==================== block 1
==> block_1/m1.png <==
Scale bar: 10 um.
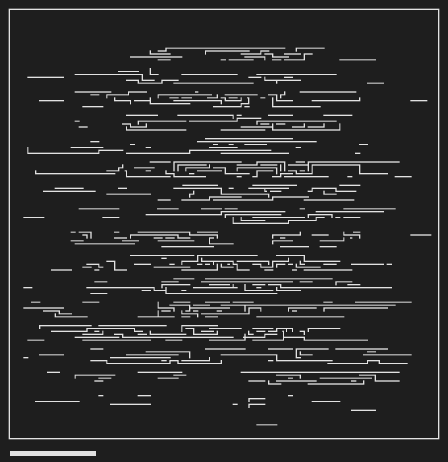

[src/rtl/multicycle_controller_pkg.sv]
// Shared definitions for the multi-cycle sequencing controller: opcode and
// funct constants, PC source encodings, FSM state encoding and the decoded
// instruction-class payload passed from the class decoder to the FSM.
package cu_pkg;

  localparam int unsigned OP_W    = 6;
  localparam int unsigned FN_W    = 6;
  localparam int unsigned PCSRC_W = 2;
  localparam int unsigned STATE_W = 3;

  localparam logic [OP_W-1:0] OP_RTYPE = 6'h00;
  localparam logic [OP_W-1:0] OP_BEQ   = 6'h04;
  localparam logic [OP_W-1:0] OP_BNE   = 6'h05;
  localparam logic [OP_W-1:0] OP_NORD  = 6'h15;
  localparam logic [OP_W-1:0] OP_LW    = 6'h23;
  localparam logic [OP_W-1:0] OP_SB    = 6'h28;
  localparam logic [OP_W-1:0] OP_SH    = 6'h29;
  localparam logic [OP_W-1:0] OP_SW    = 6'h2B;

  localparam logic [FN_W-1:0] FN_JR = 6'h08;

  typedef enum logic [PCSRC_W-1:0] {
    PC_PLUS4  = 2'b00,
    PC_BRANCH = 2'b01,
    PC_REG    = 2'b10
  } pc_src_e;

  typedef enum logic [STATE_W-1:0] {
    S_FETCH  = 3'd0,
    S_DECODE = 3'd1,
    S_EXEC   = 3'd2,
    S_MEM    = 3'd3,
    S_WB     = 3'd4,
    S_HALT   = 3'd5
  } state_e;

  // Instruction class flags derived from the latched opcode/funct.
  typedef struct packed {
    logic is_rtype;
    logic is_jr;
    logic is_branch;
    logic is_load;
    logic is_store;
    logic reads_reg;
    logic writes_reg;
  } instr_class_t;

endpackage

[src/rtl/multicycle_controller_if.sv]
// Datapath/memory-side bundle of the controller.
//   master : controller view (takes decode fields + ready flags, drives strobes)
//   slave  : datapath/memory view (the opposite directions)
// OPCODE/FUNCT valid with I_READY; ZERO valid in EXEC; PC_SRC 00=PC+4,
// 01=branch target, 10=register (JR); ERR is the sticky watchdog fault.
interface multicycle_controller_if;

  logic [5:0] OPCODE;
  logic [5:0] FUNCT;
  logic       ZERO;
  logic       I_READY;
  logic       M_READY;

  logic       I_REQ;
  logic       IR_WRITE;
  logic       PC_WRITE;
  logic [1:0] PC_SRC;
  logic       RG_READ;
  logic       RG_WRITE;
  logic       RG_DST;
  logic       ALU_EN;
  logic       BRANCH;
  logic       M_READ;
  logic       M_WRITE;
  logic       ERR;

  modport master (
    input  OPCODE, FUNCT, ZERO, I_READY, M_READY,
    output I_REQ, IR_WRITE, PC_WRITE, PC_SRC, RG_READ, RG_WRITE, RG_DST,
           ALU_EN, BRANCH, M_READ, M_WRITE, ERR
  );

  modport slave (
    output OPCODE, FUNCT, ZERO, I_READY, M_READY,
    input  I_REQ, IR_WRITE, PC_WRITE, PC_SRC, RG_READ, RG_WRITE, RG_DST,
           ALU_EN, BRANCH, M_READ, M_WRITE, ERR
  );

endinterface

[src/rtl/multicycle_controller_class_decode.sv]
// Purely combinational instruction classifier.
//   opcode_i : latched instruction[31:26]
//   funct_i  : latched instruction[5:0]
//   cls_o    : class flags (R-type, JR, branch, load, store, reads/writes reg)
module cu_class_decode
  import cu_pkg::*;
(
  input  logic [OP_W-1:0] opcode_i,
  input  logic [FN_W-1:0] funct_i,
  output instr_class_t    cls_o
);

  logic rtype_c;
  logic jr_c;
  logic branch_c;
  logic load_c;
  logic store_c;

  assign rtype_c  = (opcode_i == OP_RTYPE);
  assign jr_c     = rtype_c && (funct_i == FN_JR);
  assign branch_c = (opcode_i == OP_BEQ) || (opcode_i == OP_BNE);
  assign load_c   = (opcode_i == OP_LW);
  assign store_c  = (opcode_i == OP_SB) || (opcode_i == OP_SH) || (opcode_i == OP_SW);

  // Anything not otherwise classified is an I-type ALU op writing rt.
  assign cls_o.is_rtype   = rtype_c;
  assign cls_o.is_jr      = jr_c;
  assign cls_o.is_branch  = branch_c;
  assign cls_o.is_load    = load_c;
  assign cls_o.is_store   = store_c;
  assign cls_o.reads_reg  = (opcode_i != OP_NORD);
  assign cls_o.writes_reg = !(jr_c || branch_c || store_c);

endmodule

[src/rtl/multicycle_controller.sv]
// Multi-cycle FETCH/DECODE/EXEC/MEM/WB sequencer for the single-bus datapath.
//   CLK   : rising-edge clock
//   RST_N : asynchronous active-low reset; forces every strobe low at once
//   bus   : master side of multicycle_controller_if (decode fields, ZERO,
//           I_READY/M_READY in; fetch, PC, IR, regfile, ALU, memory strobes
//           and sticky ERR out)
// Strobes are decoded from the state register and the latched instruction
// fields; IR_WRITE/fetch PC_WRITE follow I_READY and the branch PC_WRITE
// follows ZERO within the cycle.
module multicycle_controller
  import cu_pkg::*;
#(
  parameter int unsigned WAIT_LIMIT = 16,
  parameter int unsigned CNT_W      = 5
) (
  input  logic                   CLK,
  input  logic                   RST_N,
  multicycle_controller_if.master bus
);

  state_e             state_q, state_d;
  logic [CNT_W-1:0]   cnt_q, cnt_d;
  logic [OP_W-1:0]    op_q, op_d;
  logic [FN_W-1:0]    fn_q, fn_d;
  logic               err_q, err_d;

  instr_class_t       cls;
  logic               limit_hit_c;
  logic [CNT_W-1:0]   cnt_inc_c;
  logic               take_branch_c;

  cu_class_decode u_class_decode (
    .opcode_i (op_q),
    .funct_i  (fn_q),
    .cls_o    (cls)
  );

  // Watchdog compare; a zero limit disables the fault path entirely.
  assign limit_hit_c = (WAIT_LIMIT != 0) && (cnt_q == CNT_W'(WAIT_LIMIT));
  // Saturate so a disabled watchdog never wraps back through the limit.
  assign cnt_inc_c   = (cnt_q == {CNT_W{1'b1}}) ? cnt_q : cnt_q + CNT_W'(1);
  // BEQ (0x04) and BNE (0x05) differ only in opcode bit 0.
  assign take_branch_c = cls.is_branch && (op_q[0] ? !bus.ZERO : bus.ZERO);

  // Next-state, watchdog counter and instruction-field latch.
  always_comb begin : next_state
    state_d = state_q;
    cnt_d   = '0;
    op_d    = op_q;
    fn_d    = fn_q;
    err_d   = err_q;
    case (state_q)
      S_FETCH: begin
        if (bus.I_READY) begin
          state_d = S_DECODE;
          op_d    = bus.OPCODE;
          fn_d    = bus.FUNCT;
        end else if (limit_hit_c) begin
          state_d = S_HALT;
          err_d   = 1'b1;
        end else begin
          cnt_d = cnt_inc_c;
        end
      end
      S_DECODE: state_d = S_EXEC;
      S_EXEC: begin
        if (cls.is_branch || cls.is_jr) begin
          state_d = S_FETCH;
        end else if (cls.is_load || cls.is_store) begin
          state_d = S_MEM;
        end else begin
          state_d = S_WB;
        end
      end
      S_MEM: begin
        if (bus.M_READY) begin
          state_d = cls.is_load ? S_WB : S_FETCH;
        end else if (limit_hit_c) begin
          state_d = S_HALT;
          err_d   = 1'b1;
        end else begin
          cnt_d = cnt_inc_c;
        end
      end
      S_WB:    state_d = S_FETCH;
      S_HALT:  state_d = S_HALT;
      default: state_d = S_FETCH;
    endcase
  end

  // State and datapath-independent registers.
  always_ff @(posedge CLK or negedge RST_N) begin : regs
    if (!RST_N) begin
      state_q <= S_FETCH;
      cnt_q   <= '0;
      op_q    <= '0;
      fn_q    <= '0;
      err_q   <= 1'b0;
    end else begin
      state_q <= state_d;
      cnt_q   <= cnt_d;
      op_q    <= op_d;
      fn_q    <= fn_d;
      err_q   <= err_d;
    end
  end

  // Strobe decode; gated by RST_N so nothing is driven while reset is low.
  always_comb begin : out_decode
    bus.I_REQ    = 1'b0;
    bus.IR_WRITE = 1'b0;
    bus.PC_WRITE = 1'b0;
    bus.PC_SRC   = PC_PLUS4;
    bus.RG_READ  = 1'b0;
    bus.RG_WRITE = 1'b0;
    bus.RG_DST   = 1'b0;
    bus.ALU_EN   = 1'b0;
    bus.BRANCH   = 1'b0;
    bus.M_READ   = 1'b0;
    bus.M_WRITE  = 1'b0;
    bus.ERR      = 1'b0;
    if (RST_N) begin
      bus.ERR = err_q;
      case (state_q)
        S_FETCH: begin
          bus.I_REQ = 1'b1;
          if (bus.I_READY) begin
            bus.IR_WRITE = 1'b1;
            bus.PC_WRITE = 1'b1;
            bus.PC_SRC   = PC_PLUS4;
          end
        end
        S_DECODE: bus.RG_READ = cls.reads_reg;
        S_EXEC: begin
          bus.ALU_EN = 1'b1;
          bus.BRANCH = cls.is_branch;
          if (take_branch_c) begin
            bus.PC_WRITE = 1'b1;
            bus.PC_SRC   = PC_BRANCH;
          end else if (cls.is_jr) begin
            bus.PC_WRITE = 1'b1;
            bus.PC_SRC   = PC_REG;
          end
        end
        S_MEM: begin
          // Load and store are mutually exclusive classes.
          bus.M_READ  = cls.is_load;
          bus.M_WRITE = cls.is_store;
        end
        S_WB: begin
          bus.RG_WRITE = cls.writes_reg;
          bus.RG_DST   = cls.is_rtype;
        end
        default: ;
      endcase
    end
  end

endmodule

[src/flat_wrapper.sv]
// flat-port wrapper written by rule: the top's interface ports become plain ports
module multicycle_controller_flat import cu_pkg::*;
#(
  parameter int unsigned WAIT_LIMIT = 16,
  parameter int unsigned CNT_W      = 5
)
  (CLK, RST_N, bus_OPCODE, bus_FUNCT, bus_ZERO, bus_I_READY, bus_M_READY, bus_I_REQ, bus_IR_WRITE, bus_PC_WRITE, bus_PC_SRC, bus_RG_READ, bus_RG_WRITE, bus_RG_DST, bus_ALU_EN, bus_BRANCH, bus_M_READ, bus_M_WRITE, bus_ERR);
  multicycle_controller_if bus_i ();
  input  logic CLK;
  input  logic RST_N;
  input wire logic [$bits(bus_i.OPCODE)-1:0] bus_OPCODE;
  input wire logic [$bits(bus_i.FUNCT)-1:0] bus_FUNCT;
  input wire logic [$bits(bus_i.ZERO)-1:0] bus_ZERO;
  input wire logic [$bits(bus_i.I_READY)-1:0] bus_I_READY;
  input wire logic [$bits(bus_i.M_READY)-1:0] bus_M_READY;
  output wire logic [$bits(bus_i.I_REQ)-1:0] bus_I_REQ;
  output wire logic [$bits(bus_i.IR_WRITE)-1:0] bus_IR_WRITE;
  output wire logic [$bits(bus_i.PC_WRITE)-1:0] bus_PC_WRITE;
  output wire logic [$bits(bus_i.PC_SRC)-1:0] bus_PC_SRC;
  output wire logic [$bits(bus_i.RG_READ)-1:0] bus_RG_READ;
  output wire logic [$bits(bus_i.RG_WRITE)-1:0] bus_RG_WRITE;
  output wire logic [$bits(bus_i.RG_DST)-1:0] bus_RG_DST;
  output wire logic [$bits(bus_i.ALU_EN)-1:0] bus_ALU_EN;
  output wire logic [$bits(bus_i.BRANCH)-1:0] bus_BRANCH;
  output wire logic [$bits(bus_i.M_READ)-1:0] bus_M_READ;
  output wire logic [$bits(bus_i.M_WRITE)-1:0] bus_M_WRITE;
  output wire logic [$bits(bus_i.ERR)-1:0] bus_ERR;
  assign bus_i.OPCODE = bus_OPCODE;
  assign bus_i.FUNCT = bus_FUNCT;
  assign bus_i.ZERO = bus_ZERO;
  assign bus_i.I_READY = bus_I_READY;
  assign bus_i.M_READY = bus_M_READY;
  assign bus_I_REQ = bus_i.I_REQ;
  assign bus_IR_WRITE = bus_i.IR_WRITE;
  assign bus_PC_WRITE = bus_i.PC_WRITE;
  assign bus_PC_SRC = bus_i.PC_SRC;
  assign bus_RG_READ = bus_i.RG_READ;
  assign bus_RG_WRITE = bus_i.RG_WRITE;
  assign bus_RG_DST = bus_i.RG_DST;
  assign bus_ALU_EN = bus_i.ALU_EN;
  assign bus_BRANCH = bus_i.BRANCH;
  assign bus_M_READ = bus_i.M_READ;
  assign bus_M_WRITE = bus_i.M_WRITE;
  assign bus_ERR = bus_i.ERR;
  multicycle_controller #(.WAIT_LIMIT(WAIT_LIMIT), .CNT_W(CNT_W)) u_core (.CLK(CLK), .RST_N(RST_N), .bus(bus_i));
endmodule
[config.mk]
export PLATFORM = sky130hd
export DESIGN_NAME = multicycle_controller_flat
export DESIGN_NICKNAME = d
export VERILOG_FILES = /design/src/rtl/multicycle_controller_pkg.sv /design/src/rtl/multicycle_controller_if.sv /design/src/rtl/multicycle_controller_class_decode.sv /design/src/rtl/multicycle_controller.sv /design/src/flat_wrapper.sv
export SDC_FILE = /design/constraint.sdc
export NUM_CORES = 1
export LEC_CHECK = 0
export CORE_MARGIN = 1
export CORE_UTILIZATION = 52
export DETAILED_ROUTE_END_ITERATION = 8
export PLACE_DENSITY = 0.92
export SLEW_MARGIN = 20
export SYNTH_ARGS = -nofsm -noshare
export SYNTH_HDL_FRONTEND = slang
export SYNTH_SLANG_ARGS = --single-unit
[constraint.sdc]
create_clock -name CLK -period 2.7 [get_ports CLK]
set_clock_uncertainty 0.1 [all_clocks]
set_input_delay 0.405 -clock CLK [delete_from_list [all_inputs] [get_ports CLK]]
set_output_delay 0.405 -clock CLK [all_outputs]
set_load 0.1 [all_outputs]
==================== block 2
## src/rtl/ula_pkg.sv

```systemverilog
// ula_pkg: shared types and constants for the ULA command scheduler.
//   ULA_W / ULA_OP_W : operand and operacao widths of the 6-bit ULA
//   ula_cmd_t        : one queued request {modo, op, a, b}
//   sched_state_t    : scheduler FSM states
//   OP_*             : operacao encodings (meaning depends on modo)
package ula_pkg;

  localparam int ULA_W    = 6;
  localparam int ULA_OP_W = 3;

  // Arithmetic mode (modo = 0)
  localparam logic [ULA_OP_W-1:0] OP_ADD   = 3'b000;  // A + B
  localparam logic [ULA_OP_W-1:0] OP_SUB   = 3'b001;  // A - B
  localparam logic [ULA_OP_W-1:0] OP_INC_A = 3'b100;  // A + 1
  localparam logic [ULA_OP_W-1:0] OP_DEC_B = 3'b111;  // B - 1
  // Logic mode (modo = 1)
  localparam logic [ULA_OP_W-1:0] OP_AND   = 3'b000;
  localparam logic [ULA_OP_W-1:0] OP_OR    = 3'b001;
  localparam logic [ULA_OP_W-1:0] OP_NOT_A = 3'b011;
  localparam logic [ULA_OP_W-1:0] OP_XOR   = 3'b100;

  typedef struct packed {
    logic                modo;
    logic [ULA_OP_W-1:0] op;
    logic [ULA_W-1:0]    a;
    logic [ULA_W-1:0]    b;
  } ula_cmd_t;

  typedef enum logic [1:0] {IDLE, ISSUE, CAPTURE, HOLD} sched_state_t;

endpackage

```

## src/rtl/ula_cmd_fifo.sv

```systemverilog
// ula_cmd_fifo: synchronous FIFO of ula_cmd_t, DEPTH entries (power of two).
//   clk, rst     : clock, async active-low reset (empties the FIFO)
//   push, din    : write request; ignored when full
//   pop, dout    : read request; dout is the head entry (show-ahead)
//   full, empty  : derived from the registered occupancy
//   level        : occupancy 0..DEPTH
module ula_cmd_fifo
  import ula_pkg::*;
#(
  parameter  int DEPTH = 4,
  localparam int AW    = $clog2(DEPTH)
) (
  input  logic          clk,
  input  logic          rst,
  input  logic          push,
  input  ula_cmd_t      din,
  input  logic          pop,
  output ula_cmd_t      dout,
  output logic          full,
  output logic          empty,
  output logic [AW:0]   level
);

  localparam logic [AW:0]   FULL_LVL = (AW+1)'(DEPTH);
  localparam logic [AW:0]   LVL_ONE  = (AW+1)'(1);
  localparam logic [AW-1:0] PTR_ONE  = AW'(1);

  ula_cmd_t        mem [DEPTH];
  logic [AW-1:0]   wr_ptr, rd_ptr;
  logic            push_ok, pop_ok;

  assign full    = (level == FULL_LVL);
  assign empty   = (level == '0);
  // A full FIFO refuses a push even if the same edge pops.
  assign push_ok = push && !full;
  assign pop_ok  = pop && !empty;
  assign dout    = mem[rd_ptr];

  // Storage needs no reset: nothing is read until level says it is valid.
  always_ff @(posedge clk) begin
    if (push_ok) mem[wr_ptr] <= din;
  end

  // Pointers are AW bits wide, so they wrap modulo DEPTH for free.
  always_ff @(posedge clk or negedge rst) begin
    if (!rst) begin
      wr_ptr <= '0;
      rd_ptr <= '0;
      level  <= '0;
    end else begin
      if (push_ok) wr_ptr <= wr_ptr + PTR_ONE;
      if (pop_ok)  rd_ptr <= rd_ptr + PTR_ONE;
      case ({push_ok, pop_ok})
        2'b10:   level <= level + LVL_ONE;
        2'b01:   level <= level - LVL_ONE;
        default: level <= level;
      endcase
    end
  end

endmodule

```

## src/rtl/ula_cmd_sched.sv

```systemverilog
// ula_cmd_sched: command scheduler in front of the registered 6-bit ULA.
//   clk, rst                         : clock, async active-low reset
//   cmd_valid/cmd_ready, cmd_*       : request handshake into the FIFO
//   alu_a/alu_b/alu_op/alu_modo      : operand registers driving the ULA
//   alu_res/alu_carry/alu_zero       : registered ULA outputs
//   res_valid/res_ready, res_*       : in-order result handshake
//   level                            : FIFO occupancy
// One command is in flight at a time: pop -> ISSUE (ULA registers its
// result) -> CAPTURE (result sampled) -> HOLD (until consumer takes it).
module ula_cmd_sched
  import ula_pkg::*;
#(
  parameter  int WIDTH = ULA_W,
  parameter  int OP_W  = ULA_OP_W,
  parameter  int DEPTH = 4,
  localparam int LW    = $clog2(DEPTH) + 1
) (
  input  logic              clk,
  input  logic              rst,
  input  logic              cmd_valid,
  output logic              cmd_ready,
  input  logic [WIDTH-1:0]  cmd_a,
  input  logic [WIDTH-1:0]  cmd_b,
  input  logic [OP_W-1:0]   cmd_op,
  input  logic              cmd_modo,
  output logic [WIDTH-1:0]  alu_a,
  output logic [WIDTH-1:0]  alu_b,
  output logic [OP_W-1:0]   alu_op,
  output logic              alu_modo,
  input  logic [WIDTH-1:0]  alu_res,
  input  logic              alu_carry,
  input  logic              alu_zero,
  output logic              res_valid,
  input  logic              res_ready,
  output logic [WIDTH-1:0]  res_data,
  output logic              res_carry,
  output logic              res_zero,
  output logic [LW-1:0]     level
);

  sched_state_t state;
  ula_cmd_t     cmd_in, head;
  logic         fifo_full, fifo_empty;
  logic         push, pop;

  assign cmd_in    = '{modo: cmd_modo, op: cmd_op, a: cmd_a, b: cmd_b};
  assign cmd_ready = !fifo_full;
  assign push      = cmd_valid && cmd_ready;

  // Pops happen only when the ULA is free: from IDLE, or from HOLD on the
  // same edge the consumer takes the previous result.
  always_comb begin
    pop = 1'b0;
    case (state)
      IDLE:    pop = !fifo_empty;
      HOLD:    pop = res_ready && !fifo_empty;
      default: pop = 1'b0;
    endcase
  end

  ula_cmd_fifo #(.DEPTH(DEPTH)) u_fifo (
    .clk   (clk),
    .rst   (rst),
    .push  (push),
    .din   (cmd_in),
    .pop   (pop),
    .dout  (head),
    .full  (fifo_full),
    .empty (fifo_empty),
    .level (level)
  );

  always_ff @(posedge clk or negedge rst) begin
    if (!rst) begin
      state     <= IDLE;
      alu_a     <= '0;
      alu_b     <= '0;
      alu_op    <= '0;
      alu_modo  <= 1'b0;
      res_valid <= 1'b0;
      res_data  <= '0;
      res_carry <= 1'b0;
      res_zero  <= 1'b0;
    end else begin
      // Operands change only on a pop, so the ULA sees stable inputs
      // for the whole ISSUE/CAPTURE/HOLD window.
      if (pop) begin
        alu_a    <= head.a;
        alu_b    <= head.b;
        alu_op   <= head.op;
        alu_modo <= head.modo;
      end
      case (state)
        IDLE:    if (pop) state <= ISSUE;
        ISSUE:   state <= CAPTURE;
        CAPTURE: begin
          res_data  <= alu_res;
          res_zero  <= alu_zero;
          // Logic ops leave the ULA carry stale; never pass it on.
          res_carry <= alu_modo ? 1'b0 : alu_carry;
          res_valid <= 1'b1;
          state     <= HOLD;
        end
        HOLD: begin
          if (res_ready) begin
            res_valid <= 1'b0;
            state     <= pop ? ISSUE : IDLE;
          end
        end
        default: state <= IDLE;
      endcase
    end
  end

endmodule

```

## config.mk

```make
export PLATFORM = sky130hd
export DESIGN_NAME = ula_cmd_sched
export DESIGN_NICKNAME = d
export VERILOG_FILES = /design/src/rtl/ula_pkg.sv /design/src/rtl/ula_cmd_fifo.sv /design/src/rtl/ula_cmd_sched.sv
export SDC_FILE = /design/constraint.sdc
export NUM_CORES = 1
export LEC_CHECK = 0
export ABC_AREA = 1
export CAP_MARGIN = 40
export CORE_UTILIZATION = 25
export CTS_CLUSTER_SIZE = 28
export DETAILED_ROUTE_END_ITERATION = 12
export PLACE_DENSITY = 0.53
export SYNTH_ARGS = -nofsm -noshare
export SYNTH_HDL_FRONTEND = slang
export SYNTH_SLANG_ARGS = --single-unit
```

## constraint.sdc

```tcl
create_clock -name clk -period 2.3 [get_ports clk]
set_input_delay 0.69 -clock clk [delete_from_list [all_inputs] [get_ports clk]]
set_output_delay 0.69 -clock clk [all_outputs]
set_load 0.02 [all_outputs]
```

==================== block 3
===== config.mk =====
export PLATFORM = sky130hd
export DESIGN_NAME = wb_commit_unit
export DESIGN_NICKNAME = d
export VERILOG_FILES = /design/src/rtl/wb_commit_unit.sv
export SDC_FILE = /design/constraint.sdc
export NUM_CORES = 1
export LEC_CHECK = 0
export CAP_MARGIN = 20
export CORE_MARGIN = 4
export CORE_UTILIZATION = 35
export CTS_CLUSTER_SIZE = 16
export DETAILED_ROUTE_END_ITERATION = 10
export HOLD_SLACK_MARGIN = 0.05
export PLACE_DENSITY_LB_ADDON = 0.3
export SLEW_MARGIN = 20
export SYNTH_ARGS = -nofsm -noshare
export SYNTH_HDL_FRONTEND = slang
export SYNTH_SLANG_ARGS = --single-unit

===== constraint.sdc =====
create_clock -name clk -period 8.9 [get_ports clk]
set_clock_uncertainty 0.2 [all_clocks]
set_input_delay 2.225 -clock clk [delete_from_list [all_inputs] [get_ports clk]]
set_output_delay 2.225 -clock clk [all_outputs]
set_load 0.02 [all_outputs]

===== src/rtl/wb_commit_unit.sv =====
// Writeback/commit stage: selects and size-extends the MEM/WB result, drives the
// register-file write port, and keeps per-register pending-write counters for ID.
module wb_commit_unit (
    input  logic        clk,
    input  logic        reset,
    input  logic        mw_valid,
    input  logic        mw_reg_write,
    input  logic        mw_mem_to_reg,
    input  logic [4:0]  mw_rd,
    input  logic [2:0]  mw_funct3,
    input  logic [2:0]  mw_addr_lo,
    input  logic [63:0] mw_alu_result,
    input  logic [63:0] mw_mem_rdata,
    input  logic        stall,
    input  logic        issue_valid,
    input  logic        issue_reg_write,
    input  logic [4:0]  issue_rd,
    input  logic [4:0]  rs1,
    input  logic [4:0]  rs2,
    output logic [4:0]  rf_rd,
    output logic [63:0] rf_write_data,
    output logic        rf_reg_write,
    output logic        bypass1_hit,
    output logic        bypass2_hit,
    output logic [63:0] bypass_data,
    output logic        busy_rs1,
    output logic        busy_rs2,
    output logic        sb_overflow
);
    localparam int unsigned XLEN = 64;
    localparam int unsigned NREG = 32;
    localparam int unsigned RIDX = 5;
    localparam int unsigned CNTW = 2;

    logic [XLEN-1:0] w_lane_b;
    logic [XLEN-1:0] w_lane_h;
    logic [XLEN-1:0] w_lane_w;
    logic [XLEN-1:0] w_load;
    logic [XLEN-1:0] w_result;
    logic            w_accept;

    logic [RIDX-1:0] r_rf_rd;
    logic [XLEN-1:0] r_rf_write_data;
    logic            r_rf_reg_write;
    logic            r_sb_overflow;
    logic [CNTW-1:0] r_cnt [NREG];

    logic [NREG-1:0] w_inc;
    logic [NREG-1:0] w_dec;
    logic            w_ovf;

    // Lane alignment: the low address bits below the access size are ignored.
    assign w_lane_b = mw_mem_rdata >> {mw_addr_lo, 3'b000};
    assign w_lane_h = mw_mem_rdata >> {mw_addr_lo[2:1], 4'b0000};
    assign w_lane_w = mw_mem_rdata >> {mw_addr_lo[2], 5'b00000};

    always_comb begin
        w_load = mw_mem_rdata;
        case (mw_funct3)
            3'b000:  w_load = {{(XLEN-8){w_lane_b[7]}},   w_lane_b[7:0]};
            3'b001:  w_load = {{(XLEN-16){w_lane_h[15]}}, w_lane_h[15:0]};
            3'b010:  w_load = {{(XLEN-32){w_lane_w[31]}}, w_lane_w[31:0]};
            3'b100:  w_load = {{(XLEN-8){1'b0}},  w_lane_b[7:0]};
            3'b101:  w_load = {{(XLEN-16){1'b0}}, w_lane_h[15:0]};
            3'b110:  w_load = {{(XLEN-32){1'b0}}, w_lane_w[31:0]};
            default: w_load = mw_mem_rdata;
        endcase
    end

    assign w_result = mw_mem_to_reg ? w_load : mw_alu_result;
    assign w_accept = mw_valid && !stall;

    // Commit register: one strobe per consumed entry, data held otherwise.
    always_ff @(posedge clk) begin
        if (!reset) begin
            r_rf_rd         <= '0;
            r_rf_write_data <= '0;
            r_rf_reg_write  <= 1'b0;
        end else if (w_accept) begin
            r_rf_rd         <= mw_rd;
            r_rf_write_data <= w_result;
            r_rf_reg_write  <= mw_reg_write && (mw_rd != '0);
        end else begin
            r_rf_reg_write  <= 1'b0;
        end
    end

    always_comb begin
        w_inc = '0;
        w_dec = '0;
        w_ovf = 1'b0;
        for (int unsigned i = 1; i < NREG; i++) begin
            w_inc[i] = issue_valid && issue_reg_write && !stall && (issue_rd == RIDX'(i));
            w_dec[i] = r_rf_reg_write && (r_rf_rd == RIDX'(i));
            if (w_inc[i] && !w_dec[i] && (r_cnt[i] == CNTW'(3)))
                w_ovf = 1'b1;
        end
    end

    // Pending-write counters saturate at both ends; simultaneous inc/dec cancel.
    always_ff @(posedge clk) begin
        if (!reset) begin
            for (int unsigned i = 0; i < NREG; i++)
                r_cnt[i] <= '0;
            r_sb_overflow <= 1'b0;
        end else begin
            for (int unsigned i = 0; i < NREG; i++) begin
                if (w_inc[i] && !w_dec[i] && (r_cnt[i] != CNTW'(3)))
                    r_cnt[i] <= r_cnt[i] + CNTW'(1);
                else if (w_dec[i] && !w_inc[i] && (r_cnt[i] != CNTW'(0)))
                    r_cnt[i] <= r_cnt[i] - CNTW'(1);
            end
            if (w_ovf)
                r_sb_overflow <= 1'b1;
        end
    end

    assign rf_rd         = r_rf_rd;
    assign rf_write_data = r_rf_write_data;
    assign rf_reg_write  = r_rf_reg_write;
    assign sb_overflow   = r_sb_overflow;
    assign bypass_data   = r_rf_write_data;
    assign bypass1_hit   = r_rf_reg_write && (r_rf_rd == rs1) && (rs1 != '0);
    assign bypass2_hit   = r_rf_reg_write && (r_rf_rd == rs2) && (rs2 != '0);
    assign busy_rs1      = (r_cnt[rs1] != CNTW'(0));
    assign busy_rs2      = (r_cnt[rs2] != CNTW'(0));

endmodule


==> block_2/m2.png <==
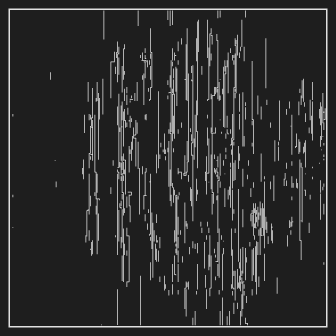
main direction: vertical
wire length on this layer: 3,530 um
share of all routed wire: 45%
nets with wire on the layer: 323
global routing usage on met2: 16.0%
routed vias: 2,461

==> results_dict.tcl, block 2 <==
# collected from the flow reports
set metrics [dict create \
    status "finished clean" \
    initial_utilization_pct 25.7 \
    cts_tree "built" \
    slew_headroom_pct 59.5 \
    n_clock_buffer 11 \
    warnings 32 \
    wl_met2_um 3530 \
    power.group.top "combinational logic" \
    ys_seq_share_pct 70.3 \
    clkPwrFrac_pct 20.2 \
    startpoint_type "register" \
    grt_usage_pct 10.2 \
    drive_gt1_share_pct 11.7 \
    grt_max_degree 35 \
    peakVddDrop_mv 0.515 \
    power_clock_uw 1440 \
    first_global_vias 2414 \
    die_area_um2 16300 \
    synth_adder_area_share_pct 3.36 \
    cts_repair_resize_count 0 \
    cts.htree.levels 3 \
    p_leak_uw 0.00198 \
    dr_wl_met3_um 485 \
    avgViaCountPerCell 4.01 \
    fillers 1562 \
    rsz0062_at_grt "no" \
    coreArea_um2 15300 \
    dp_cells 596 \
    period_needed_ns 2.22 \
    slowest_delay_ns 0.54 \
    rr_worst_depth 11 \
    root_buffer "clkbuf_16" \
    area_delta_synth_final_pct 30.4 \
    num_rows 45 \
    fin_area_um2 5140 \
    p_switching_uw 2600 \
    netlist_area_um2 3940 \
    clock_area_share_pct 5.57 \
]
block 2: cells in the final DEF (no fill, tap or decap), types with 3 or more instances in the layout:
cell / netlist / routed
clkdlybuf4s50_1: 0 / 55
nand2_2: 3 / 3
inv_1: 16 / 16
o21ai_0: 19 / 19
buf_12: 0 / 4
edfxtp_1: 64 / 64
o21ai_1: 34 / 34
dfrtp_1: 34 / 34
xor2_1: 4 / 4
a21oi_1: 4 / 3
buf_4: 2 / 10
nor2_1: 55 / 55
clkbuf_16: 0 / 9
ha_1: 9 / 9
clkinv_2: 0 / 3
nand2_1: 54 / 54
mux2_2: 7 / 7
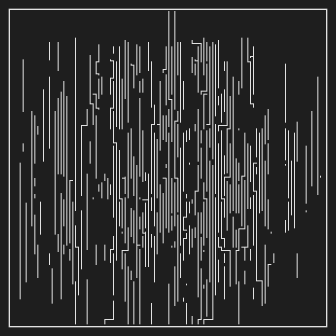
(block_1/m2.png)
wire length on this layer: 1,750 um
share of all routed wire: 52%
global routing usage on met2: 51.4%
routed wire length: 3360 um
routed vias: 1,083

## Picture notes: block_1/m1.png
longest straight run: 20.2 um
wire length on this layer: 1,280 um
grt met1 use: 34.5%

==> results_dict.tcl, block 1 <==
# collected from the flow reports
set metrics [dict create \
    drv_slew 0 \
    cts.htree.levels 1 \
    layout.nets 171 \
    cts_buffers 3 \
    crit_path_top_delay_cell "dfrtp_1" \
    p_comb_share_pct 53.0 \
    overflow 0 \
    grt_pass1_wl_um 5420 \
    setup_ws_ns 0.157 \
    status "finished clean" \
    synth.area.mux_share_pct 10.4 \
    top_area_cell "dfrtp_1" \
    p_leak_uw 0.000688 \
    finalSetupTns_ns 0 \
    worstMarginPinSlew_ns 0.458 \
    cts_tree "built" \
    warnings 28 \
    grt_max_degree 22 \
    fin_cells 178 \
    clk_pin_slew_ns 0.12 \
    yosys_warnings 0 \
    grt_usage_pct 30.0 \
    seq_area_share_pct 30.8 \
    yosysTopAreaCellShare_pct 44.2 \
    cp-end-kind "primary output" \
    dpl_cell_area_um2 1670 \
    portBuffers 29 \
    ys.flops 21 \
    xor_area_share_pct 2.94 \
    ys_sh_simple_pct 24.9 \
    worstPathCellList "nor3_2, nand3b_1, nor4_1, o31a_1, buf_12" \
    total_power_uw 1640 \
    slowest_delay_ns 0.48 \
    netlist_area_um2 1190 \
    p_int_uw 858 \
    timing.critical_path.depth 5 \
    root_buffer "clkbuf_4" \
    power_density_nw_per_um2 959 \
    clock_area_share_pct 1.76 \
    buffers 32 \
    cts_sinks 21 \
    edf_count 0 \
    dr.pass1.iters 4 \
    period_needed_ns 2.54 \
    cts_repair_resize_count 0 \
    avgViaCountPerCell 6.08 \
    hold_slack_ns 0.175 \
    num_rows 16 \
    timing.max_cap.violations 0 \
    slew_headroom_pct 69.2 \
    r2r-end "u_core.op_q[5]" \
]
==> block 1: power groups by stage <==
stage          Combinational [uW]  Clock, uW  Sequential (uW)
3_5_place_dp                  836          0              600
3_3_place_gp                  789          0              583
5_1_grt                       909        176              621
4_1_cts                       859        160              597
2_1_floorplan                 677          0              515
6_report                      867        158              611
==> block 1: layer usage <==
metal | global-route usage (%) | routed length, um | part of all wire (%)
met1 | 34.5 | 1280 | 38
met5 | 0 | 0 | 0
met2 | 51.4 | 1750 | 52
met4 | 12.4 | 108 | 3.2
met3 | 8.95 | 222 | 6.6
==> block_3/m1.png <==
Scale bar: 50 um.
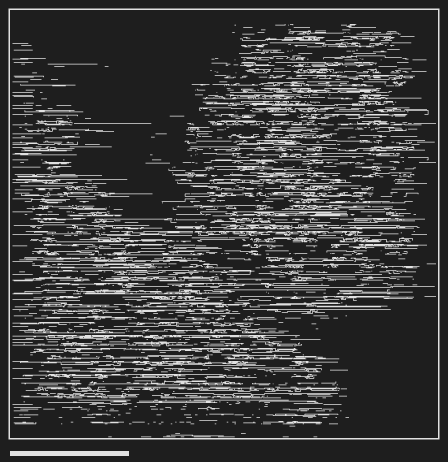
wire length on this layer: 16,400 um
share of all routed wire: 41%
main direction: horizontal
longest straight run: 61.6 um
nets with wire on the layer: 1,428
routed vias: 10,618
grt met1 use: 31.3%
routed wire length: 40,200 um

==> results_dict.tcl, block 3 <==
# collected from the flow reports
set metrics [dict create \
    status "finished clean" \
    drt_iter0_drc 929 \
    rr_worst_depth 6 \
    grt_max_degree 73 \
    fin_area_um2 13600 \
    cts_buffers 17 \
    coreArea_um2 28800 \
    clk_pin_slew_ns 0.07 \
    first_global_vias 10481 \
    netlist_area_um2 10300 \
    fp_nets 1383 \
    clkPwrFrac_pct 37.8 \
    die_w_um 179 \
    period_needed_ns 7.45 \
    crit_buf_inv 2 \
    peakVddDrop_mv 0.122 \
    pg_comb_uw 470 \
    lay_top_cells "clkdlybuf4s50_1 (297), a21oi_1 (127), nor2_1 (116)" \
    cts_tree "built" \
    post-route-period-util_pct 83.7 \
    yosys_area_um2 10300 \
    num-multi-input-gates 924 \
    power.group.top "clock" \
    ant_nets 0 \
    crit_path_top_delay_cell "clkdlybuf4s50_1" \
]
==> block 3: kinds of logic (layout without fill, tap and decap cells) <==
logic type | Yosys count | count (layout) | synth area share (%)
other | 0 | 6 | 0
AND/OR/NAND/NOR | 406 | 406 | 19.5
AND-OR/OR-AND | 410 | 410 | 25.7
multiplexers | 72 | 72 | 10.8
XOR/XNOR | 34 | 34 | 2.90
flip-flops | 133 | 133 | 32.0
buffers and inverters | 162 | 349 | 8.81
adder cells (fa/ha/maj) | 2 | 2 | 0.244

==================== block 4
==> block_4/route_heat.png <==
Scale bar: 20 um. 14 x 18 tiles, from black (low) to pale yellow (high), scaled to the fullest tile. Values are wire area over tile area, all layers added.
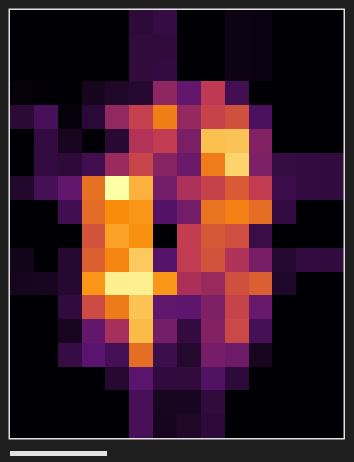

--- config.mk ---
export PLATFORM = sky130hd
export DESIGN_NAME = acc_seq_ctrl
export DESIGN_NICKNAME = d
export VERILOG_FILES = /design/src/rtl/acc_seq_pkg.sv /design/src/rtl/acc_datapath.sv /design/src/rtl/acc_seq_ctrl.sv
export SDC_FILE = /design/constraint.sdc
export NUM_CORES = 1
export LEC_CHECK = 0
export CAP_MARGIN = 5
export CORE_ASPECT_RATIO = 1.4
export CORE_MARGIN = 10
export CORE_UTILIZATION = 45
export CTS_CLUSTER_DIAMETER = 100
export DETAILED_ROUTE_END_ITERATION = 7
export PLACE_DENSITY_LB_ADDON = 0.2
export RECOVER_POWER = 25
export SLEW_MARGIN = 20
export SYNTH_ARGS = -nofsm -noshare
export SYNTH_HDL_FRONTEND = slang
export SYNTH_HIERARCHICAL = 1
export SYNTH_SLANG_ARGS = --single-unit
--- constraint.sdc ---
create_clock -name clk -period 5.6 [get_ports clk]
set_input_delay 1.12 -clock clk [delete_from_list [all_inputs] [get_ports clk]]
set_output_delay 1.12 -clock clk [all_outputs]
set_load 0.02 [all_outputs]
--- src/rtl/acc_seq_pkg.sv ---
// Shared types and the step load-mask rule for the accumulator sequencer.
package acc_seq_pkg;

   localparam int WIDTH_DEF = 6;
   localparam int NW_DEF    = 4;
   localparam int STEP_W    = 16;

   typedef enum logic [1:0] {
      IDLE = 2'd0,
      RUN  = 2'd1,
      DONE = 2'd2
   } state_t;

   typedef enum logic [1:0] {
      M_ALL  = 2'd0,
      M_EVEN = 2'd1,
      M_REF  = 2'd2,
      M_ODD  = 2'd3
   } mode_t;

   function automatic logic step_mask(input mode_t m, input logic [STEP_W-1:0] i);
      logic ld;
      case (m)
         M_ALL:   ld = 1'b1;
         M_EVEN:  ld = ~i[0];
         M_REF:   ld = i[0] | (i == {STEP_W{1'b0}});
         M_ODD:   ld = i[0];
         default: ld = 1'b0;
      endcase
      return ld;
   endfunction

endpackage

--- src/rtl/acc_datapath.sv ---
// Count register B and accumulator W with shared adder S = W + B.
import acc_seq_pkg::*;

module acc_datapath #(
   parameter int WIDTH = WIDTH_DEF
) (
   input  logic             clk,
   input  logic             reset,
   input  logic             clr,
   input  logic             cnt,
   input  logic             load_w,
   output logic [WIDTH-1:0] W,
   output logic [WIDTH-1:0] B
);

   localparam logic [WIDTH-1:0] ONE_W = {{(WIDTH-1){1'b0}}, 1'b1};

   logic [WIDTH-1:0] b_r;
   logic [WIDTH-1:0] w_r;
   logic [WIDTH-1:0] sum_s;

   // Adder uses the pre-increment B, so W accumulates the old count.
   assign sum_s = w_r + b_r;

   // B/W registers: clr dominates cnt and load_w.
   always_ff @(posedge clk) begin
      if (reset) begin
         b_r <= {WIDTH{1'b0}};
         w_r <= {WIDTH{1'b0}};
      end else if (clr) begin
         b_r <= {WIDTH{1'b0}};
         w_r <= {WIDTH{1'b0}};
      end else begin
         if (cnt) begin
            b_r <= b_r + ONE_W;
         end
         if (load_w) begin
            w_r <= sum_s;
         end
      end
   end

   assign W = w_r;
   assign B = b_r;

endmodule

--- src/rtl/acc_seq_ctrl.sv ---
// Start/done handshaked sequencer running N masked accumulate steps on acc_datapath.
import acc_seq_pkg::*;

module acc_seq_ctrl #(
   parameter int WIDTH = WIDTH_DEF,
   parameter int NW    = NW_DEF
) (
   input  logic             clk,
   input  logic             reset,
   input  logic             start,
   input  logic [NW-1:0]    n_steps,
   input  logic [1:0]       mode,
   input  logic             abort,
   output logic             busy,
   output logic             done,
   output logic [WIDTH-1:0] result
);

   localparam logic [NW-1:0] ONE_N = {{(NW-1){1'b0}}, 1'b1};

   state_t           state_r;
   state_t           state_next_s;
   logic [NW-1:0]    n_r;
   mode_t            mode_r;
   logic [NW-1:0]    i_r;
   logic             busy_r;
   logic             done_r;
   logic             clr_s;
   logic             cnt_s;
   logic             load_w_s;
   logic             last_step_s;
   logic [WIDTH-1:0] w_s;
   logic [WIDTH-1:0] b_s;

   assign last_step_s = (i_r == (n_r - ONE_N));

   // Next-state and datapath control decode.
   always_comb begin
      state_next_s = state_r;
      clr_s        = 1'b0;
      cnt_s        = 1'b0;
      load_w_s     = 1'b0;
      case (state_r)
         IDLE: begin
            if (start) begin
               clr_s        = 1'b1;
               state_next_s = (n_steps == {NW{1'b0}}) ? DONE : RUN;
            end else begin
               state_next_s = IDLE;
            end
         end
         RUN: begin
            cnt_s    = 1'b1;
            load_w_s = step_mask(mode_r, STEP_W'(i_r));
            if (abort) begin
               state_next_s = IDLE;
            end else if (last_step_s) begin
               state_next_s = DONE;
            end else begin
               state_next_s = RUN;
            end
         end
         DONE: begin
            state_next_s = IDLE;
         end
         default: begin
            state_next_s = IDLE;
         end
      endcase
   end

   // State, run parameters, step index and registered handshake outputs.
   always_ff @(posedge clk) begin
      if (reset) begin
         state_r <= IDLE;
         n_r     <= {NW{1'b0}};
         mode_r  <= M_ALL;
         i_r     <= {NW{1'b0}};
         busy_r  <= 1'b0;
         done_r  <= 1'b0;
      end else begin
         state_r <= state_next_s;
         busy_r  <= (state_next_s != IDLE);
         done_r  <= (state_next_s == DONE);
         if (state_r == IDLE && start) begin
            n_r    <= n_steps;
            mode_r <= mode_t'(mode);
            i_r    <= {NW{1'b0}};
         end else if (state_r == RUN && state_next_s == RUN) begin
            // i only advances while another step follows, so it stays <= N-1.
            i_r <= i_r + ONE_N;
         end
      end
   end

   acc_datapath #(
      .WIDTH (WIDTH)
   ) u_datapath (
      .clk    (clk),
      .reset  (reset),
      .clr    (clr_s),
      .cnt    (cnt_s),
      .load_w (load_w_s),
      .W      (w_s),
      .B      (b_s)
   );

   assign busy   = busy_r;
   assign done   = done_r;
   assign result = w_s;

endmodule
==================== block 5
===== src/rtl/cone_eval_sched.sv =====
// -----------------------------------------------------------------------------
// cone_eval_sched
//
// Round-robin scheduler that time-shares one combinational evaluation cone
// among NUM_REQ requesters. One 5-bit operand is accepted at a time. It is
// driven onto cone_x and held for SETTLE cycles. cone_y is then sampled and
// returned as rsp_y, tagged with the requester index in rsp_id. The response
// is held until rsp_ready.
//
// Ports:
//   clk        in   rising-edge clock
//   rst        in   asynchronous active-high reset
//   req_valid  in   [NUM_REQ]    per-requester operand valid
//   req_data   in   [5*NUM_REQ]  operands, requester i on bits [5i+4:5i]
//   req_ready  out  [NUM_REQ]    one-hot accept strobe (IDLE only)
//   cone_x     out  [5]          registered drive to the shared cone
//   cone_y     in                shared cone output (combinational of cone_x)
//   rsp_valid  out               result valid
//   rsp_id     out  [ID_W]       requester index of the result
//   rsp_y      out               sampled cone result
//   rsp_ready  in                result consumer ready
//   busy       out               high whenever not IDLE
// -----------------------------------------------------------------------------
module cone_eval_sched #(
    parameter int NUM_REQ = 4,
    parameter int ID_W    = 2,
    parameter int SETTLE  = 1
) (
    input  logic                 clk,
    input  logic                 rst,
    input  logic [NUM_REQ-1:0]   req_valid,
    input  logic [5*NUM_REQ-1:0] req_data,
    output logic [NUM_REQ-1:0]   req_ready,
    output logic [4:0]           cone_x,
    input  logic                 cone_y,
    output logic                 rsp_valid,
    output logic [ID_W-1:0]      rsp_id,
    output logic                 rsp_y,
    input  logic                 rsp_ready,
    output logic                 busy
);

    typedef enum logic [1:0] {
        IDLE      = 2'd0,
        SETTLE_ST = 2'd1,
        HOLD      = 2'd2
    } state_t;

    localparam logic [ID_W:0]   NREQ_W    = (ID_W+1)'(NUM_REQ);
    localparam logic [ID_W-1:0] LAST_INIT = ID_W'(NUM_REQ - 1);
    localparam logic [3:0]      SETTLE_M1 = 4'(SETTLE - 1);

    state_t          state_q;
    logic [3:0]      cnt_q;
    logic [ID_W-1:0] last_q;
    logic [4:0]      cone_x_q;
    logic [ID_W-1:0] rsp_id_q;
    logic            rsp_y_q;
    logic            rsp_valid_q;
    logic            busy_q;

    // Per-requester view of the packed operand bus.
    logic [4:0] operand [NUM_REQ];

    generate
        for (genvar gi = 0; gi < NUM_REQ; gi++) begin : g_unpack
            assign operand[gi] = req_data[5*gi +: 5];
        end
    endgenerate

    // Round-robin search starting just after the last grant. The loop runs
    // from the farthest candidate to the nearest so that the nearest valid
    // requester is the final (winning) assignment.
    logic            grant_found;
    logic [ID_W-1:0] grant_idx;
    logic [ID_W:0]   cand;

    always_comb begin
        grant_found = 1'b0;
        grant_idx   = '0;
        cand        = '0;
        for (int k = NUM_REQ; k >= 1; k--) begin
            cand = {1'b0, last_q} + (ID_W+1)'(k);
            if (cand >= NREQ_W) begin
                cand = cand - NREQ_W;
            end
            if (req_valid[cand[ID_W-1:0]]) begin
                grant_found = 1'b1;
                grant_idx   = cand[ID_W-1:0];
            end
        end
    end

    // The accept strobe is combinational so the handshake completes on the
    // same edge that loads the operand. It is masked during reset because
    // no accept can happen while reset is held.
    always_comb begin
        req_ready = '0;
        if (state_q == IDLE && grant_found && !rst) begin
            req_ready[grant_idx] = 1'b1;
        end
    end

    always_ff @(posedge clk or posedge rst) begin
        if (rst) begin
            state_q     <= IDLE;
            cnt_q       <= '0;
            last_q      <= LAST_INIT;
            cone_x_q    <= '0;
            rsp_id_q    <= '0;
            rsp_y_q     <= 1'b0;
            rsp_valid_q <= 1'b0;
            busy_q      <= 1'b0;
        end else begin
            case (state_q)
                IDLE: begin
                    if (grant_found) begin
                        cone_x_q <= operand[grant_idx];
                        rsp_id_q <= grant_idx;
                        last_q   <= grant_idx;
                        cnt_q    <= SETTLE_M1;
                        busy_q   <= 1'b1;
                        state_q  <= SETTLE_ST;
                    end
                end
                SETTLE_ST: begin
                    if (cnt_q == '0) begin
                        rsp_y_q     <= cone_y;
                        rsp_valid_q <= 1'b1;
                        state_q     <= HOLD;
                    end else begin
                        cnt_q <= cnt_q - 4'd1;
                    end
                end
                HOLD: begin
                    // cone_x is left untouched. It changes only on the
                    // next accept.
                    if (rsp_ready) begin
                        rsp_valid_q <= 1'b0;
                        busy_q      <= 1'b0;
                        state_q     <= IDLE;
                    end
                end
                default: begin
                    state_q <= IDLE;
                end
            endcase
        end
    end

    assign cone_x    = cone_x_q;
    assign rsp_valid = rsp_valid_q;
    assign rsp_id    = rsp_id_q;
    assign rsp_y     = rsp_y_q;
    assign busy      = busy_q;

endmodule


===== config.mk =====
export PLATFORM = sky130hd
export DESIGN_NAME = cone_eval_sched
export DESIGN_NICKNAME = d
export VERILOG_FILES = /design/src/rtl/cone_eval_sched.sv
export SDC_FILE = /design/constraint.sdc
export NUM_CORES = 1
export LEC_CHECK = 0
export CORE_ASPECT_RATIO = 1.5
export CORE_MARGIN = 2
export CORE_UTILIZATION = 35
export CTS_CLUSTER_SIZE = 28
export DETAILED_ROUTE_END_ITERATION = 10
export PLACE_DENSITY = 0.78
export SLEW_MARGIN = 10
export SYNTH_ARGS = -nofsm -noshare
export SYNTH_HDL_FRONTEND = slang
export SYNTH_SLANG_ARGS = --single-unit

===== constraint.sdc =====
create_clock -name clk -period 5.2 [get_ports clk]
set_input_delay 1.04 -clock clk [delete_from_list [all_inputs] [get_ports clk]]
set_output_delay 1.04 -clock clk [all_outputs]
set_load 0.05 [all_outputs]

==> block_5/route_heat.png <==
Scale bar: 10 um. 10 x 14 tiles, from black (low) to pale yellow (high), scaled to the fullest tile. Values are wire area over tile area, all layers added.
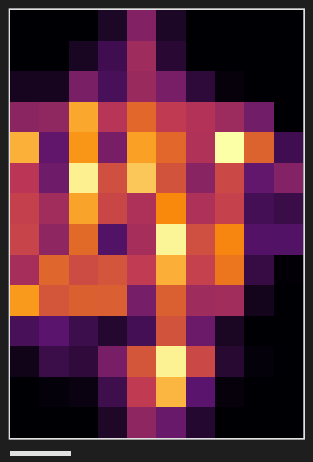
nearly empty tiles: 24%
tiles over half the peak: 30%
emptiest ninth of the die: bottom right
fullest tile: 0.34
mean over tiles: 0.11
routed wire length: 2440 um
all-layer global routing usage: 16.4%
drt wl/cell: 13.2 um

==> results_dict.tcl, block 5 <==
# collected from the flow reports
set metrics [dict create \
    power_density_nw_per_um2 589 \
    crit_family "buffers and inverters" \
    fin_cells 185 \
    comb_share_pct 34.2 \
    cts_buffers 3 \
    worstPathCellList "clkdlybuf4s50_1, and2b_4, a21oi_2, o221ai_4, nand2_1, nor2_1, clkdlybuf4s50_1" \
    fillers 252 \
    yosysCellCount 103 \
    largest_reg_flops 5 \
    setup_viol 0 \
    yosys_warnings 0 \
    cp.required_ns 4.16 \
    hold_path_class "register to register" \
    lay_top_cells "clkdlybuf4s50_1 (41), dfrtp_1 (16), nand2_1 (14)" \
    n_clock_buffer 4 \
    period_needed_ns 4.45 \
    avgViaCountPerCell 4.91 \
    cp.arrival_ns 3.41 \
    crit_type "primary input to primary output" \
    timing.critical_path.depth 7 \
    total_power_uw 899 \
    num-multi-input-gates 75 \
    crit_path_top_delay_cell "clkdlybuf4s50_1" \
    fmax_ghz 0.225 \
    well_tap_count 39 \
    cts_setup_buffers 0 \
    pre_cts_slack_ns 0.749 \
    yosys-top-cells-area "dfrtp_1 (39%), mux2i_1 (11%), dfstp_2 (5.1%)" \
    antenna_cells 0 \
    grt_pass1_wl_um 4160 \
    ys_top_logic_family "simple AND/OR/NAND/NOR gates" \
    area_delta_synth_final_pct 48.6 \
    ys_types 31 \
    drt_iter0_drc 21 \
    rsz0062_at_grt "no" \
    switching_share_pct 46.4 \
    rr_worst_depth 7 \
    fin_util_pct 53.5 \
    p_int_uw 482 \
    portBuffers 41 \
    cp-end-kind "primary output" \
    ctsLongestPathBuffers 2 \
    buffers 43 \
    clock_area_share_pct 3.61 \
    largest_class "multi-input combinational cells" \
    drive_gt1_share_pct 11.0 \
    status "finished clean" \
    synth_top_flop_cell "dfrtp_1" \
    finalSetupTns_ns 0 \
    hold_violations 0 \
    drc_errors 0 \
    setup_ws_ns 0.755 \
    ys_sh_simple_pct 20.7 \
    cts_tree "built" \
    startpoint_type "primary input" \
    slew_headroom_pct 61.8 \
    design.seq.count 18 \
]
[block 5: final timing paths]
check	slack, ns	endpoint	from
min reg2reg	0.50	rsp_id[1]	rsp_id[1]
max	0.75	req_ready[1]	req_valid[2]
max reg2reg	3.33	cnt_q[3]	cnt_q[0]
max in group asynchronous	3.71	last_q[0]	rst
min in group asynchronous	1.23	cnt_q[0]	rst
min	0.50	rsp_id[1]	rsp_id[1]
[block 5: per-layer routing]
metal	share of wire, %	up-vias	global-route usage (%)
met5	0	-	0
met1	41	433	20.9
met4	0	0	3.60
met2	55	28	27.8
met3	3.6	0	2.33
li1	-	448	-
==> block_4/util_map.png <==
Scale bar: 20 um. 7 x 9 tiles, from black (low) to pale yellow (high), 0 to 100% covered.
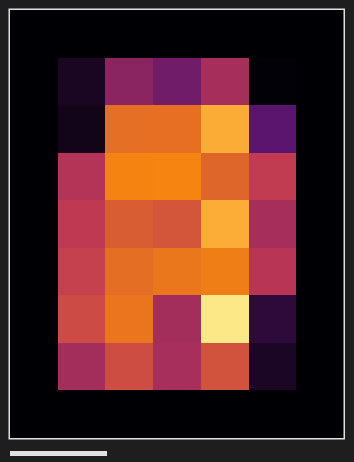
nearly empty tiles: 46%
mean over tiles: 28%
tiles over 75% full: 4.8%
emptiest ninth of the die: top left
fullest tile: 95%
Final Util: 55.1%
Core Area: 3150 um^2
Initial Util: 47.2%

## Picture notes: block_4/route_heat.png
fullest tile: 0.43
emptiest ninth of the die: top left
nearly empty tiles: 41%
densest ninth of the die: middle
routed vias: 1,292
routed wire length: 3400 um

==> results_dict.tcl, block 4 <==
# collected from the flow reports
set metrics [dict create \
    ys_top_logic_family "simple AND/OR/NAND/NOR gates" \
    fp.dieH_um 88.0 \
    die_area_um2 6040 \
    synth_adder_area_share_pct 8.92 \
    slowest_delay_ns 0.47 \
    power.group.top "sequential cells" \
    ctsLongestPathBuffers 2 \
    dr.max_layer_used "met4" \
    clk_pin_slew_ns 0.09 \
    grt_usage_pct 12.4 \
    status "finished clean" \
    p_leak_uw 0.000717 \
    drive_gt1_share_pct 9.44 \
    power_clock_uw 122 \
    ant_nets 0 \
    area_delta_synth_final_pct 16.8 \
    clkLatencyLatePin_ns 0.27 \
    yosysTopAreaCellShare_pct 35.0 \
    clkPwrFrac_pct 31.9 \
    logic_area_um2 903 \
    grt_pass1_wl_um 6070 \
    wl_met2_um 1870 \
    hpwl_um 2620 \
    hold_path_class "register to register" \
    use_met2_pct 23.0 \
    finalSetupTns_ns 0 \
    startpoint_type "primary input" \
    fin_area_um2 1740 \
    num-multi-input-gates 124 \
    critPathCapture "i_r[2]" \
    busiest_layer "met2" \
    hold_depth 2 \
    cts_setup_buffers 0 \
    comb_share_pct 52.0 \
    antenna_found_initial 0 \
    num_rows 24 \
    lay_top_cells "nor2_1 (27), dfxtp_1 (26), nand2_1 (9), ha_1 (9), clkdlybuf4s50_1 (9)" \
    edf_count 0 \
    fp_nets 183 \
    post-route-period-util_pct 51.6 \
    dr_wl_met3_um 90 \
    root_buffer "clkbuf_8" \
    avgSynthCellArea_um2 9.13 \
    wl_met1_um 1350 \
    dr.pass1.iters 4 \
    total_power_uw 382 \
    peakVddDrop_mv 0.150 \
    ys_seq_share_pct 35.0 \
    crit_type "primary input to register" \
    dp_cells 215 \
    setup_viol 0 \
    synth.area.mux_share_pct 4.71 \
    hold_slack_ns 0.505 \
    well_tap_count 39 \
    rr_worst_depth 8 \
    pg_comb_uw 63.2 \
]
block 4: worst reg2reg max path, stage by stage, from the launching register on:
cell,delay [ns]
dfxtp_1,0.39
inv_1,0.15
ha_1,0.15
or4b_2,0.57
a31oi_1,0.20
buf_4,0.22
inv_4,0.07
or4_4,0.53
o211ai_2,0.08
block 4: cells by family after synthesis:
| kind of cell | count (synthesis) |
|---|---|
| flops | 26 |
| fa+ha+maj | 10 |
| compound gates | 26 |
| xor+xnor | 11 |
| buf+inv | 13 |
| simple gates | 70 |
| mux | 7 |


==> screenshots <==
Track usage over the die.
panel A
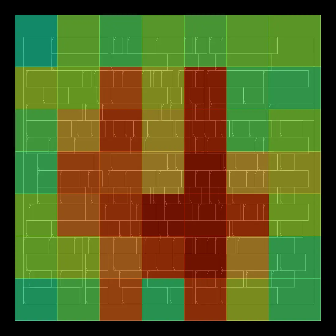
panel B
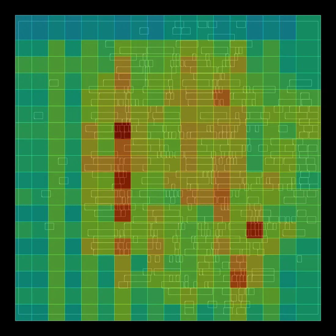
panel C
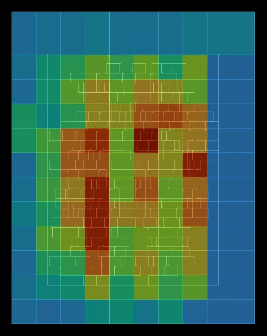
panel D
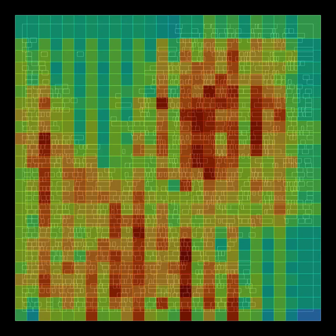
panel E
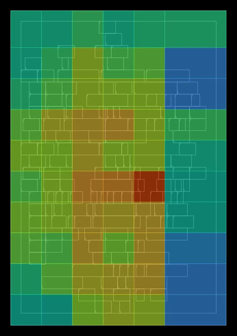
- most wire per cell: panel D
Panel B comes from block 2.
Panel C comes from block 4.
Panel D comes from block 3.
Panel A comes from block 1.
Panel E comes from block 5.


==> notes/layouts.md <==
Pictures saved along the way, in no particular order.

Met1 routing.
Plate I
Scale bar: 10 um.
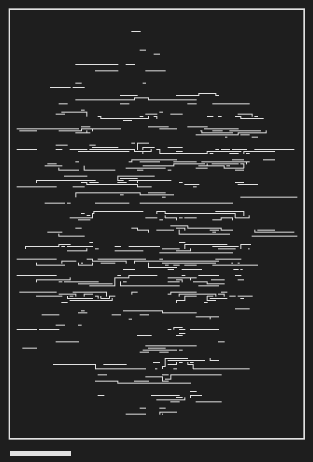
Plate II
Scale bar: 50 um.
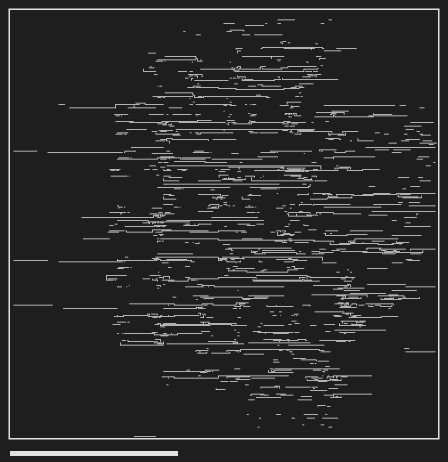
Plate III
Scale bar: 20 um.
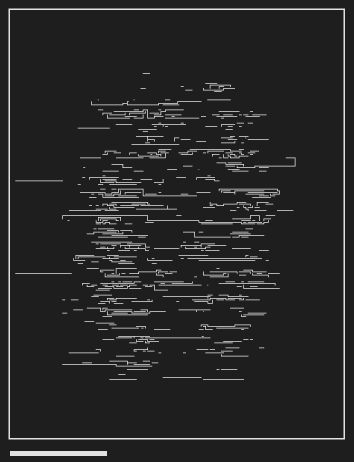
| picture | from |
|---|---|
| Plate II | block 2 |
| Plate III | block 4 |
| Plate I | block 5 |
Of these, smallest die: Plate I
Of these, largest die: Plate II

Key to Plate II:
share of all routed wire: 47%
main direction: horizontal
nets with wire on the layer: 390

Power and IR drop assume default switching activity.
